# div64_req_seq

==> div64_req_seq/wire_density.png <==
Scale: 1.5 px per um. The die is cut into 27 by 27 equal tiles; dark purple is low, yellow is high, scaled to the fullest tile. Values are wire area over tile area, all layers added.
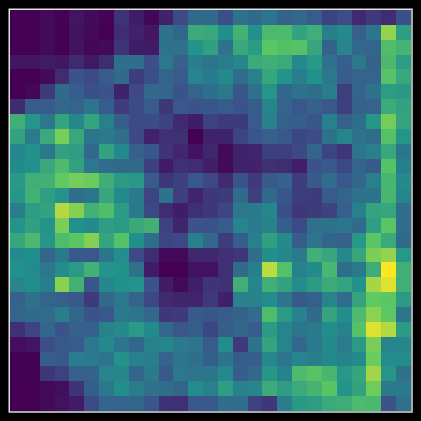

### src/rtl/div64_req_seq.sv
// div64_req_seq: request FIFO feeding one outstanding 64-bit divide at a time,
// with zero-divisor bypass, response tag check and a result watchdog.
module div64_req_seq #(
  parameter int DEPTH   = 4,
  parameter int TIMEOUT = 127
) (
  input  logic        clock,
  input  logic        reset,
  input  logic        req_valid,
  output logic        req_ready,
  input  logic [63:0] req_dividend,
  input  logic [63:0] req_divisor,
  input  logic [4:0]  req_tag,
  output logic        div_in_en,
  output logic [63:0] div_in1,
  output logic [63:0] div_in2,
  output logic [4:0]  div_in_usr,
  input  logic        div_out_en,
  input  logic [63:0] div_quotient,
  input  logic [63:0] div_remainder,
  input  logic [4:0]  div_out_usr,
  input  logic        div_dbz,
  output logic        resp_valid,
  input  logic        resp_ready,
  output logic [63:0] resp_quotient,
  output logic [63:0] resp_remainder,
  output logic [4:0]  resp_tag,
  output logic        resp_dbz,
  output logic        resp_err
);

  localparam int AW = $clog2(DEPTH);
  localparam int WW = $clog2(TIMEOUT + 1);
  localparam logic [AW:0] FULL = (AW+1)'(DEPTH);
  localparam logic [WW-1:0] WD_LAST = WW'(TIMEOUT - 1);

  typedef enum logic [1:0] {
    IDLE,
    ISSUE,
    WAIT,
    HOLD
  } state_t;

  state_t state, state_nx;

  logic [63:0]   mem_a [DEPTH];
  logic [63:0]   mem_b [DEPTH];
  logic [4:0]    mem_t [DEPTH];
  logic [AW-1:0] wr_ptr, rd_ptr;
  logic [AW:0]   count;

  logic [63:0]   op_a, op_b;
  logic [4:0]    op_t;
  logic [WW-1:0] wd;

  logic push, pop, zdiv, take, expire, time_up;

  assign req_ready = reset && (count < FULL);
  assign push      = req_valid && req_ready;
  assign pop       = (state == IDLE) && (count != '0);
  assign zdiv      = (mem_b[rd_ptr] == 64'd0);
  assign time_up   = (wd == WD_LAST);
  assign take      = (state == WAIT) && div_out_en;
  assign expire    = (state == WAIT) && !div_out_en && time_up;

  assign div_in_en  = (state == ISSUE);
  assign div_in1    = op_a;
  assign div_in2    = op_b;
  assign div_in_usr = op_t;
  assign resp_valid = (state == HOLD);

  always_ff @(posedge clock) begin
    if (push) begin
      mem_a[wr_ptr] <= req_dividend;
      mem_b[wr_ptr] <= req_divisor;
      mem_t[wr_ptr] <= req_tag;
    end
  end

  always_ff @(posedge clock or negedge reset) begin
    if (!reset) begin
      wr_ptr <= '0;
      rd_ptr <= '0;
      count  <= '0;
    end else begin
      if (push) wr_ptr <= wr_ptr + 1'b1;
      if (pop)  rd_ptr <= rd_ptr + 1'b1;
      unique case ({push, pop})
        2'b10:   count <= count + 1'b1;
        2'b01:   count <= count - 1'b1;
        default: count <= count;
      endcase
    end
  end

  always_ff @(posedge clock or negedge reset) begin
    if (!reset) state <= IDLE;
    else        state <= state_nx;
  end

  always_comb begin
    state_nx = state;
    unique case (state)
      IDLE:    if (pop) state_nx = zdiv ? HOLD : ISSUE;
      ISSUE:   state_nx = WAIT;
      WAIT:    if (div_out_en || time_up) state_nx = HOLD;
      HOLD:    if (resp_ready) state_nx = IDLE;
      default: state_nx = IDLE;
    endcase
  end

  always_ff @(posedge clock or negedge reset) begin
    if (!reset) begin
      op_a           <= '0;
      op_b           <= '0;
      op_t           <= '0;
      wd             <= '0;
      resp_quotient  <= '0;
      resp_remainder <= '0;
      resp_tag       <= '0;
      resp_dbz       <= 1'b0;
      resp_err       <= 1'b0;
    end else begin
      if (pop) begin
        op_a <= mem_a[rd_ptr];
        op_b <= mem_b[rd_ptr];
        op_t <= mem_t[rd_ptr];
      end
      if (state == ISSUE)     wd <= '0;
      else if (state == WAIT) wd <= wd + 1'b1;
      // zero divisor never reaches the divider
      if (pop && zdiv) begin
        resp_quotient  <= '1;
        resp_remainder <= mem_a[rd_ptr];
        resp_tag       <= mem_t[rd_ptr];
        resp_dbz       <= 1'b1;
        resp_err       <= 1'b0;
      end else if (take) begin
        resp_quotient  <= div_quotient;
        resp_remainder <= div_remainder;
        resp_tag       <= div_out_usr;
        resp_dbz       <= div_dbz;
        resp_err       <= (div_out_usr != op_t);
      end else if (expire) begin
        resp_quotient  <= '0;
        resp_remainder <= '0;
        resp_tag       <= op_t;
        resp_dbz       <= 1'b0;
        resp_err       <= 1'b1;
      end
    end
  end

endmodule
### config.mk
export PLATFORM = sky130hd
export DESIGN_NAME = div64_req_seq
export DESIGN_NICKNAME = d
export VERILOG_FILES = /design/src/rtl/div64_req_seq.sv
export SDC_FILE = /design/constraint.sdc
export NUM_CORES = 1
export LEC_CHECK = 0
export ABC_CLOCK_PERIOD_IN_PS = 7500
export CAP_MARGIN = 15
export CORE_MARGIN = 2
export CORE_UTILIZATION = 45
export CTS_CLUSTER_SIZE = 28
export DETAILED_ROUTE_END_ITERATION = 8
export PLACE_DENSITY = 0.7
export SLEW_MARGIN = 20
export SYNTH_ARGS = -nofsm -noshare
export SYNTH_HDL_FRONTEND = slang
export SYNTH_SLANG_ARGS = --single-unit
### constraint.sdc
create_clock -name clock -period 7.5 [get_ports clock]
set_input_delay 1.5 -clock clock [delete_from_list [all_inputs] [get_ports clock]]
set_output_delay 1.5 -clock clock [all_outputs]
set_load 0.005 [all_outputs]
# adder8_pipe_rr_sched

`config.mk`:
```
export PLATFORM = sky130hd
export DESIGN_NAME = adder8_pipe_rr_sched
export DESIGN_NICKNAME = d
export VERILOG_FILES = /design/src/rtl/adder8_pipe_rr_sched.sv
export SDC_FILE = /design/constraint.sdc
export NUM_CORES = 1
export LEC_CHECK = 0
export CORE_AREA = 2 2 73 75
export CTS_CLUSTER_SIZE = 12
export DETAILED_ROUTE_END_ITERATION = 6
export DIE_AREA = 0 0 75 77
export PLACE_DENSITY = 0.85
export SLEW_MARGIN = 20
export SYNTH_ARGS = -nofsm -noshare
export SYNTH_HDL_FRONTEND = slang
export SYNTH_SLANG_ARGS = --single-unit
```
`constraint.sdc`:
```
create_clock -name clk -period 2.4 [get_ports clk]
set_input_delay 0.24 -clock clk [delete_from_list [all_inputs] [get_ports clk]]
set_output_delay 0.24 -clock clk [all_outputs]
set_load 0.01 [all_outputs]
```
`src/rtl/adder8_pipe_rr_sched.sv`:
```
// -----------------------------------------------------------------------------
// adder8_pipe_rr_sched
//
// Round-robin scheduler that shares one LAT-stage pipelined WIDTH-bit adder
// among NREQ requesters. At most one request is granted per cycle. The
// winner's operands are steered onto the adder inputs, and the winner's index
// travels down a tag shift register matched to the adder latency. When the sum
// emerges, it is registered together with the tag, so every result returns to
// the requester that issued it.
//
// Ports
//   clk        : clock, rising edge
//   rst_n      : asynchronous active-low reset
//   req        : per-requester request; held high until granted
//   req_a/b    : per-requester operands, requester i at [i*WIDTH +: WIDTH]
//   req_cin    : per-requester carry-in
//   hold       : 1 = issue no new grants; in-flight operations still drain
//   gnt        : one-hot grant, combinational, in the same cycle as the request
//   add_a/b    : operands driven to the shared adder
//   add_cin    : carry-in driven to the shared adder
//   add_sum    : adder sum, valid LAT edges after the operands were sampled
//   add_cout   : adder carry-out, aligned with add_sum
//   rsp_valid  : registered one-cycle result strobe
//   rsp_id     : index of the requester that owns the result
//   rsp_sum    : registered result sum
//   rsp_cout   : registered result carry
//   busy       : high while any operation is in flight or rsp_valid is high
// -----------------------------------------------------------------------------
module adder8_pipe_rr_sched #(
  parameter int NREQ  = 4,
  parameter int WIDTH = 8,
  parameter int LAT   = 4,
  parameter int IDW   = 2
) (
  input  logic                  clk,
  input  logic                  rst_n,
  input  logic [NREQ-1:0]       req,
  input  logic [NREQ*WIDTH-1:0] req_a,
  input  logic [NREQ*WIDTH-1:0] req_b,
  input  logic [NREQ-1:0]       req_cin,
  input  logic                  hold,
  output logic [NREQ-1:0]       gnt,
  output logic [WIDTH-1:0]      add_a,
  output logic [WIDTH-1:0]      add_b,
  output logic                  add_cin,
  input  logic [WIDTH-1:0]      add_sum,
  input  logic                  add_cout,
  output logic                  rsp_valid,
  output logic [IDW-1:0]        rsp_id,
  output logic [WIDTH-1:0]      rsp_sum,
  output logic                  rsp_cout,
  output logic                  busy
);

  // Round-robin pointer: the index that has highest priority this cycle.
  logic [IDW-1:0]   ptr_q;
  logic [IDW-1:0]   ptr_d;

  // Arbitration result.
  logic             win_found;
  logic [IDW-1:0]   win_idx;
  logic [IDW:0]     cand;

  // Tag pipeline, one stage per adder stage.
  logic [LAT-1:0]   vld_q;
  logic [IDW-1:0]   id_q [LAT];

  // Result registers.
  logic             rsp_valid_q;
  logic [IDW-1:0]   rsp_id_q;
  logic [WIDTH-1:0] rsp_sum_q;
  logic             rsp_cout_q;

  // Search upward from ptr_q with wrap-around. The candidate index is formed
  // one bit wider than a tag so the wrap can be done with a single subtract,
  // which also works when NREQ is not a power of two.
  always_comb begin
    win_found = 1'b0;
    win_idx   = '0;
    cand      = '0;
    for (int i = 0; i < NREQ; i++) begin
      cand = {1'b0, ptr_q} + (IDW+1)'(i);
      if (cand >= (IDW+1)'(NREQ)) begin
        cand = cand - (IDW+1)'(NREQ);
      end
      if (!win_found && req[cand[IDW-1:0]]) begin
        win_found = 1'b1;
        win_idx   = cand[IDW-1:0];
      end
    end
    // Drain mode: still compute a winner index, but issue nothing.
    if (hold) begin
      win_found = 1'b0;
    end
  end

  // One-hot grant and operand steering; the adder sees zeros when idle.
  always_comb begin
    gnt     = '0;
    add_a   = '0;
    add_b   = '0;
    add_cin = 1'b0;
    for (int k = 0; k < NREQ; k++) begin
      if (win_found && (win_idx == IDW'(k))) begin
        gnt[k]  = 1'b1;
        add_a   = req_a[k*WIDTH +: WIDTH];
        add_b   = req_b[k*WIDTH +: WIDTH];
        add_cin = req_cin[k];
      end
    end
  end

  // Priority moves just past the winner; frozen when nothing is granted.
  always_comb begin
    ptr_d = ptr_q;
    if (win_found) begin
      ptr_d = (win_idx == IDW'(NREQ-1)) ? '0 : win_idx + 1'b1;
    end
  end

  always_ff @(posedge clk or negedge rst_n) begin
    if (!rst_n) begin
      ptr_q <= '0;
    end else begin
      ptr_q <= ptr_d;
    end
  end

  // Tag shift register: stage 0 is loaded on the same edge that the adder
  // samples its operands, so stage LAT-1 lines up with add_sum/add_cout.
  always_ff @(posedge clk or negedge rst_n) begin
    if (!rst_n) begin
      vld_q <= '0;
      for (int s = 0; s < LAT; s++) begin
        id_q[s] <= '0;
      end
    end else begin
      vld_q[0] <= win_found;
      id_q[0]  <= win_idx;
      for (int s = 1; s < LAT; s++) begin
        vld_q[s] <= vld_q[s-1];
        id_q[s]  <= id_q[s-1];
      end
    end
  end

  // Capture the adder output with its owner's tag; payload holds otherwise.
  always_ff @(posedge clk or negedge rst_n) begin
    if (!rst_n) begin
      rsp_valid_q <= 1'b0;
      rsp_id_q    <= '0;
      rsp_sum_q   <= '0;
      rsp_cout_q  <= 1'b0;
    end else begin
      rsp_valid_q <= vld_q[LAT-1];
      if (vld_q[LAT-1]) begin
        rsp_id_q   <= id_q[LAT-1];
        rsp_sum_q  <= add_sum;
        rsp_cout_q <= add_cout;
      end
    end
  end

  assign rsp_valid = rsp_valid_q;
  assign rsp_id    = rsp_id_q;
  assign rsp_sum   = rsp_sum_q;
  assign rsp_cout  = rsp_cout_q;
  assign busy      = (|vld_q) | rsp_valid_q;

endmodule
```
# hazard_ctrl_unit

### config.mk
export PLATFORM = sky130hd
export DESIGN_NAME = hazard_ctrl_unit
export DESIGN_NICKNAME = d
export VERILOG_FILES = /design/src/rtl/cpu_types_pkg.sv /design/src/rtl/hazard_ctrl_unit_hazard_detect.sv /design/src/rtl/hazard_ctrl_unit.sv
export SDC_FILE = /design/constraint.sdc
export NUM_CORES = 1
export LEC_CHECK = 0
export CORE_MARGIN = 3
export CORE_UTILIZATION = 35
export CTS_CLUSTER_SIZE = 40
export DETAILED_ROUTE_END_ITERATION = 8
export GPL_TIMING_DRIVEN = 0
export PLACE_DENSITY = 0.68
export SYNTH_ARGS = -nofsm -noshare
export SYNTH_HDL_FRONTEND = slang
export SYNTH_SLANG_ARGS = --single-unit
### constraint.sdc
create_clock -name CLK -period 4.2 [get_ports CLK]
set_input_delay 0.63 -clock CLK [delete_from_list [all_inputs] [get_ports CLK]]
set_output_delay 0.63 -clock CLK [all_outputs]
set_load 0.03 [all_outputs]
### src/rtl/cpu_types_pkg.sv
// rtl/cpu_types_pkg.sv - shared CPU types and pipeline-control state encoding
// Purpose: common register/word types and the hazard-controller FSM encoding.
// Contents: regbits_t, word_t, ctrl_state_t, ST_* state constants.
package cpu_types_pkg;

  typedef logic [4:0]  regbits_t;
  typedef logic [31:0] word_t;

  typedef enum logic [1:0] {
    RUN    = 2'd0,
    DRAIN  = 2'd1,
    HALTED = 2'd2
  } ctrl_state_t;

  // Plain-vector view of the same encoding for modules that keep state in logic.
  localparam logic [1:0] ST_RUN    = RUN;
  localparam logic [1:0] ST_DRAIN  = DRAIN;
  localparam logic [1:0] ST_HALTED = HALTED;

endpackage

### src/rtl/hazard_ctrl_unit_hazard_detect.sv
// rtl/hazard_ctrl_unit_hazard_detect.sv - combinational load-use hazard comparator
// Purpose: flags when the ID-stage instruction reads the register a load in EX
//          is about to write.
// Ports:
//   MemRead_EX          in  EX stage holds a load
//   wsel_EX             in  EX destination register
//   rs1_ID, rs2_ID      in  ID source registers
//   use_rs1_ID/rs2_ID   in  source actually read
//   load_use            out hazard present
module hazard_detect
  import cpu_types_pkg::*;
(
  input  logic     MemRead_EX,
  input  regbits_t wsel_EX,
  input  regbits_t rs1_ID,
  input  regbits_t rs2_ID,
  input  logic     use_rs1_ID,
  input  logic     use_rs2_ID,
  output logic     load_use
);

  logic match_rs1;
  logic match_rs2;

  assign match_rs1 = use_rs1_ID && (rs1_ID == wsel_EX);
  assign match_rs2 = use_rs2_ID && (rs2_ID == wsel_EX);

  // x0 is hardwired to zero, so a load targeting it never produces a value to wait for.
  assign load_use = MemRead_EX && (wsel_EX != 5'd0) && (match_rs1 || match_rs2);

endmodule

### src/rtl/hazard_ctrl_unit.sv
// rtl/hazard_ctrl_unit.sv - per-core pipeline enable/flush controller
// Purpose: drives the enables and flushes of the IF/ID, ID/EX, EX/MEM and
//          MEM/WB registers; handles load-use, cache-miss stalls, EX redirects
//          and halt retirement; counts stall cycles.
// Ports:
//   CLK, nRST                         clock, async active-low reset
//   ihit, dhit, dmem_req_MEM          memory handshake inputs (form adv)
//   MemRead_EX, wsel_EX, rs*_ID,
//   use_rs*_ID                        load-use detection inputs
//   redirect_EX                       taken branch/jump resolved in EX
//   is_halt_MEM, is_halt_WB           halt position in the pipe
//   pc_en, en_*                       register enables (combinational)
//   flush_*                           bubble inserts, effective with enable
//   pc_redirect                       PC loads the EX target this cycle
//   halt                              sticky core-halted flag (registered)
//   stall_count                       saturating non-advancing cycle count
module hazard_ctrl_unit
  import cpu_types_pkg::*;
#(
  parameter int CNT_W = 16
)(
  input  logic             CLK,
  input  logic             nRST,
  input  logic             ihit,
  input  logic             dhit,
  input  logic             dmem_req_MEM,
  input  logic             MemRead_EX,
  input  logic [4:0]       wsel_EX,
  input  logic [4:0]       rs1_ID,
  input  logic [4:0]       rs2_ID,
  input  logic             use_rs1_ID,
  input  logic             use_rs2_ID,
  input  logic             redirect_EX,
  input  logic             is_halt_MEM,
  input  logic             is_halt_WB,
  output logic             pc_en,
  output logic             en_IF_ID,
  output logic             en_ID_EX,
  output logic             en_EX_MEM,
  output logic             en_MEM_WB,
  output logic             flush_IF_ID,
  output logic             flush_ID_EX,
  output logic             flush_EX_MEM,
  output logic             pc_redirect,
  output logic             halt,
  output logic [CNT_W-1:0] stall_count
);

  logic [1:0] state;
  logic [1:0] state_nxt;
  logic       redirect_pending;
  logic       pending_nxt;
  logic       adv;
  logic       load_use;
  logic       take_redirect;
  logic       bubble;
  logic       count_evt;

  hazard_detect u_hazard_detect (
    .MemRead_EX (MemRead_EX),
    .wsel_EX    (wsel_EX),
    .rs1_ID     (rs1_ID),
    .rs2_ID     (rs2_ID),
    .use_rs1_ID (use_rs1_ID),
    .use_rs2_ID (use_rs2_ID),
    .load_use   (load_use)
  );

  assign adv = ihit && (!dmem_req_MEM || dhit);

  // A halt leaving MEM outranks any redirect: the redirecting instruction is
  // younger than the halt and must not steer the PC.
  assign take_redirect = (redirect_EX || redirect_pending) && !is_halt_MEM;
  assign bubble        = (state == ST_RUN) && adv && !take_redirect && load_use;
  assign count_evt     = ((state == ST_RUN) || (state == ST_DRAIN)) && (!adv || bubble);

  always_comb begin
    pc_en        = 1'b0;
    en_IF_ID     = 1'b0;
    en_ID_EX     = 1'b0;
    en_EX_MEM    = 1'b0;
    en_MEM_WB    = 1'b0;
    flush_IF_ID  = 1'b0;
    flush_ID_EX  = 1'b0;
    flush_EX_MEM = 1'b0;
    pc_redirect  = 1'b0;
    if (nRST) begin
      case (state)
        ST_RUN: begin
          if (adv) begin
            en_ID_EX  = 1'b1;
            en_EX_MEM = 1'b1;
            en_MEM_WB = 1'b1;
            if (take_redirect) begin
              pc_en       = 1'b1;
              en_IF_ID    = 1'b1;
              flush_IF_ID = 1'b1;
              flush_ID_EX = 1'b1;
              pc_redirect = 1'b1;
            end else if (load_use) begin
              // Hold PC and IF/ID; push a bubble into EX.
              flush_ID_EX = 1'b1;
            end else begin
              pc_en    = 1'b1;
              en_IF_ID = 1'b1;
            end
          end
        end
        ST_DRAIN: begin
          // Only the halt and older instructions may proceed to WB.
          en_ID_EX     = adv;
          en_EX_MEM    = adv;
          en_MEM_WB    = adv;
          flush_ID_EX  = 1'b1;
          flush_EX_MEM = 1'b1;
        end
        default: ;
      endcase
    end
  end

  always_comb begin
    state_nxt   = state;
    pending_nxt = 1'b0;
    case (state)
      ST_RUN: begin
        if (!adv)
          pending_nxt = redirect_pending || redirect_EX;
        else if (take_redirect)
          pending_nxt = 1'b0;
        else
          pending_nxt = redirect_pending;
        if (is_halt_MEM && adv)
          state_nxt = ST_DRAIN;
      end
      ST_DRAIN: begin
        if (is_halt_WB && adv)
          state_nxt = ST_HALTED;
      end
      default: state_nxt = ST_HALTED;
    endcase
  end

  always_ff @(posedge CLK or negedge nRST) begin
    if (!nRST) begin
      state            <= ST_RUN;
      redirect_pending <= 1'b0;
      halt             <= 1'b0;
      stall_count      <= '0;
    end else begin
      state            <= state_nxt;
      redirect_pending <= pending_nxt;
      if ((state == ST_DRAIN) && is_halt_WB && adv)
        halt <= 1'b1;
      if (count_evt && (stall_count != {CNT_W{1'b1}}))
        stall_count <= stall_count + {{(CNT_W-1){1'b0}}, 1'b1};
    end
  end

endmodule


==> gallery <==
Floorplan with the power grid.
(a)
Scale: 2 px per um. Pins as bars on the die edge.
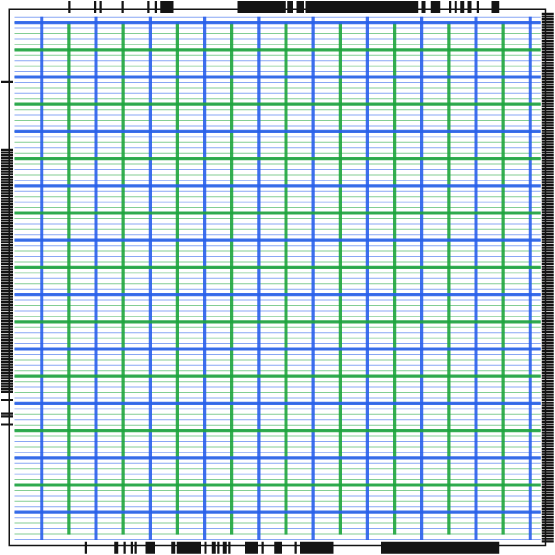
(b)
Scale: 8 px per um. Pins as bars on the die edge.
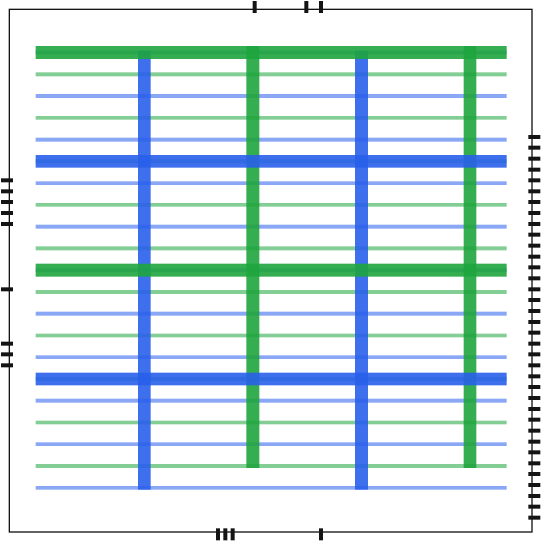
(c)
Scale: 6 px per um. Pins as bars on the die edge.
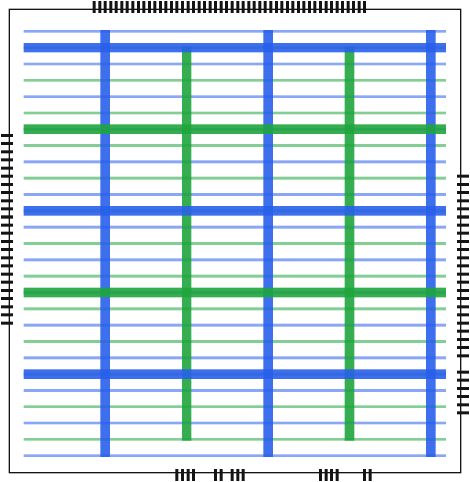
Of these, fewest pins: (b)
Of these, largest die: (a)
| picture | from |
|---|---|
| (b) | hazard_ctrl_unit |
| (c) | adder8_pipe_rr_sched |
| (a) | div64_req_seq |

Key to (c):
- green: VDD
- blue: VSS
- met4 straps: 5
- rows: 26
- met1 rails: 27
- met5 straps: 5
- signal pins: 118

==> adder8_pipe_rr_sched/zoom.png <==
Region (12, 27) to (62, 77) um. Cells in grey, sequential cells in the stronger grey; small squares are vias.
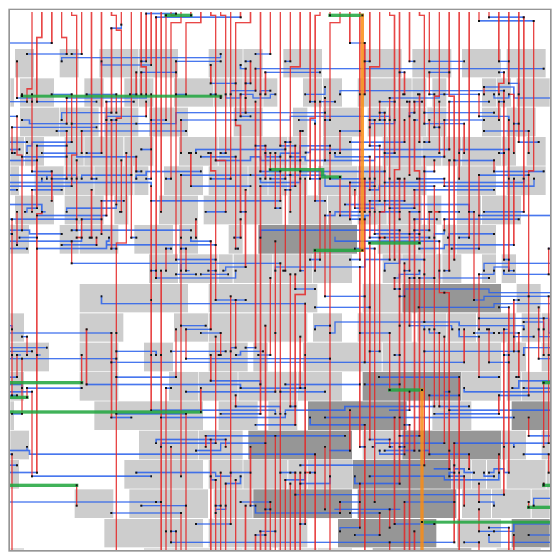
- red: met2
- orange: met4
- green: met3
- blue: met1
- netlist names of flops here include: id_q (5), vld_q (3)
- most frequent: clkdlybuf4s50_1 (45), a21oi_1 (20)
- sequential cells in the window: 10
- cells with their middle in the window: 171

==> results.yml, adder8_pipe_rr_sched <==
# physical design summary
clock_tree:
  clkLatencyLatePin_ps: 280
  htree_levels: 1
timing:
  worst_slack_ps: -211
  setup_viol: 17
  rsz0062_at_grt: "true"
final_layout:
  fin_util_pct: 66.8
  n_all_inverters: 20
  comb_area_um2: 1020
  clkbuf_count: 3
worst_setup_path:
  crit_type: "flop to primary output"
  crit_path_max_fanout: 15
  reg2reg_slack_ps: 650
  crit_slowest_cell: "dfrtp_2"
floorplan:
  initCoreUtil_pct: 33.8
grt:
  grt_first_pass_wirelength_um: 10000
run_status:
  status: "finished with violations"
  violations: "negative setup slack"
pwr:
  p_leak_nw: 1.40
-- adder8_pipe_rr_sched: what timing repair did --
item,4_1_cts,5_1_grt
gates cloned,4,0
gates resized,111,11
buffers inserted,2,0
pin swaps,6,5
setup endpoints to repair,21,20
-- adder8_pipe_rr_sched: per-stage QoR --
| stage | std cells | hold slack, ps |
|---|---|---|
| 2_1_floorplan | 188 | -55.6 |
| 4_1_cts | 392 | 340 |
| 3_5_place_dp | 382 | 335 |
| 5_1_grt | 392 | 354 |
| 6_report | 392 | 326 |
| 3_3_place_gp | 382 | 336 |
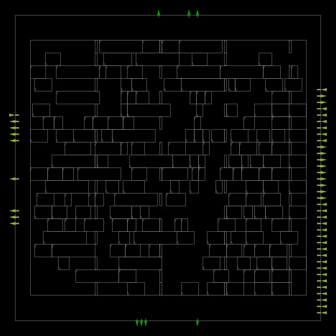
(hazard_ctrl_unit/final_placement.png)
Final Core Density: 56.6%
flip-flops: 20
tap cell count: 44
Core Box Area: 3200 um2
Seq/total area: 27.6%

==> results.yml, hazard_ctrl_unit <==
# physical design summary
run_status:
  status: "finished clean"
routing:
  via_count: 1081
  top_layer: "met3"
  wl_um: 3040
  wl_met2_um: 1360
final_layout:
  layout_top_cells: "51 x clkdlybuf4s50_1, 20 x xor2_1, 20 x dfrtp_1"
  design_area_um2: 1810
  regArea_um2: 500
  layout_top_cell: "clkdlybuf4s50_1"
grt:
  grt_pass1_vias: 1084
clock_tree:
  clkLatencyLatePin_ps: 290
placement:
  dp_hpwl_um: 2400
floorplan:
  initCoreUtil_pct: 38.2
synthesis:
  yosys_cells: 122
  ys_sh_mux_pct: 2.04
min_path:
  hp-start: "halt"
worst_setup_path:
  reg2regPathDepth: 7
  critPathCapture: "pc_redirect"
timing:
  rsz0062_at_grt: "false"
[hazard_ctrl_unit: sequential cells by signal, indices dropped and copies added, names as in the netlist]
name	cells
stall_count	16
state	2
redirect_pending	1
halt	1
[hazard_ctrl_unit: how the worst min path moves through the flow]
stage / end / slack, ps / depth (start not counted)
3_5_place_dp: halt / 460 / 1
5_1_grt: halt / 490 / 1
2_1_floorplan: halt / 330 / 0
6_report: halt / 470 / 1
4_1_cts: halt / 480 / 1
3_3_place_gp: halt / 460 / 1
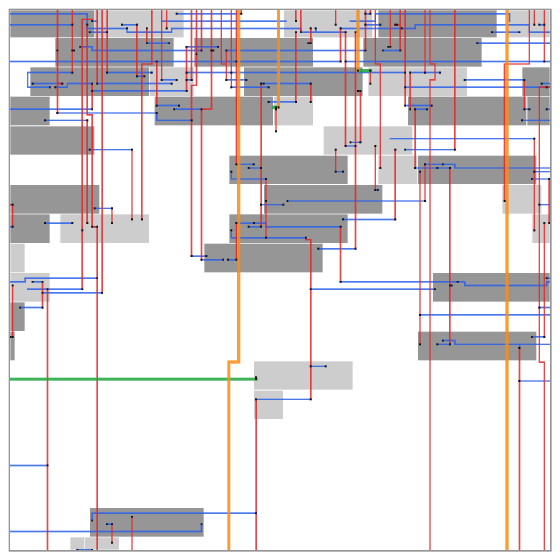
(div64_req_seq/zoom.png)
Region (109, 162) to (159, 212) um. Cells in grey, sequential cells in the stronger grey; small squares are vias.
- green: met3
- orange: met4
- blue: met1
- red: met2
- netlist names of flops here include: mem_a (18), rd_ptr (1)
- most frequent: edfxtp_1 (18), mux4_2 (4), clkdlybuf4s50_1 (3)
- sequential cells in the window: 19
- cells with their middle in the window: 30

Notes on div64_req_seq/wire_density.png above:
- emptiest ninth of the die: upper left
- fullest tile: 0.54
- tiles over half the peak: 25%
- nearly empty tiles: 3.7%
- mean over tiles: 0.20

==> results.yml, div64_req_seq <==
# physical design summary
routing:
  first_pass_iters: 7
  wl_um: 84400
  via_count: 19000
floorplan:
  die-area_um2: 71500
  initCoreUtil_pct: 45.5
final_layout:
  design_area_um2: 40400
synthesis:
  synth_cell_type_count: 38
  ys_warn_count: 0
  synth_nets: 2257
clock_tree:
  cts_hold_buf: 0
  htree_levels: 3
pwr:
  p_leak_nw: 15.5
  clock_power_mw: 4.18
grt:
  grt.met3_usage_pct: 6.37
run_status:
  status: "finished clean"
flow_run:
  max_cap_viol_count: 0
timing:
  finalSetupTns_ps: 0
worst_setup_path:
  rr_startpoint: "rd_ptr[0]"
div64_req_seq: final cells by class:
class | count | area (um2) | share of cell area [%]
timing repair buffer | 561 | 5620 | 13.9
multi-input combinational | 1026 | 7690 | 19.0
sequential | 816 | 23100 | 57.1
inverter | 15 | 61.3 | 0.152
clock buffer | 123 | 2470 | 6.10
clock inverter | 34 | 327 | 0.808
tap | 931 | 1160 | 2.88
antenna | 6 | 15.0 | 0.0371

Power and IR drop assume default switching activity.
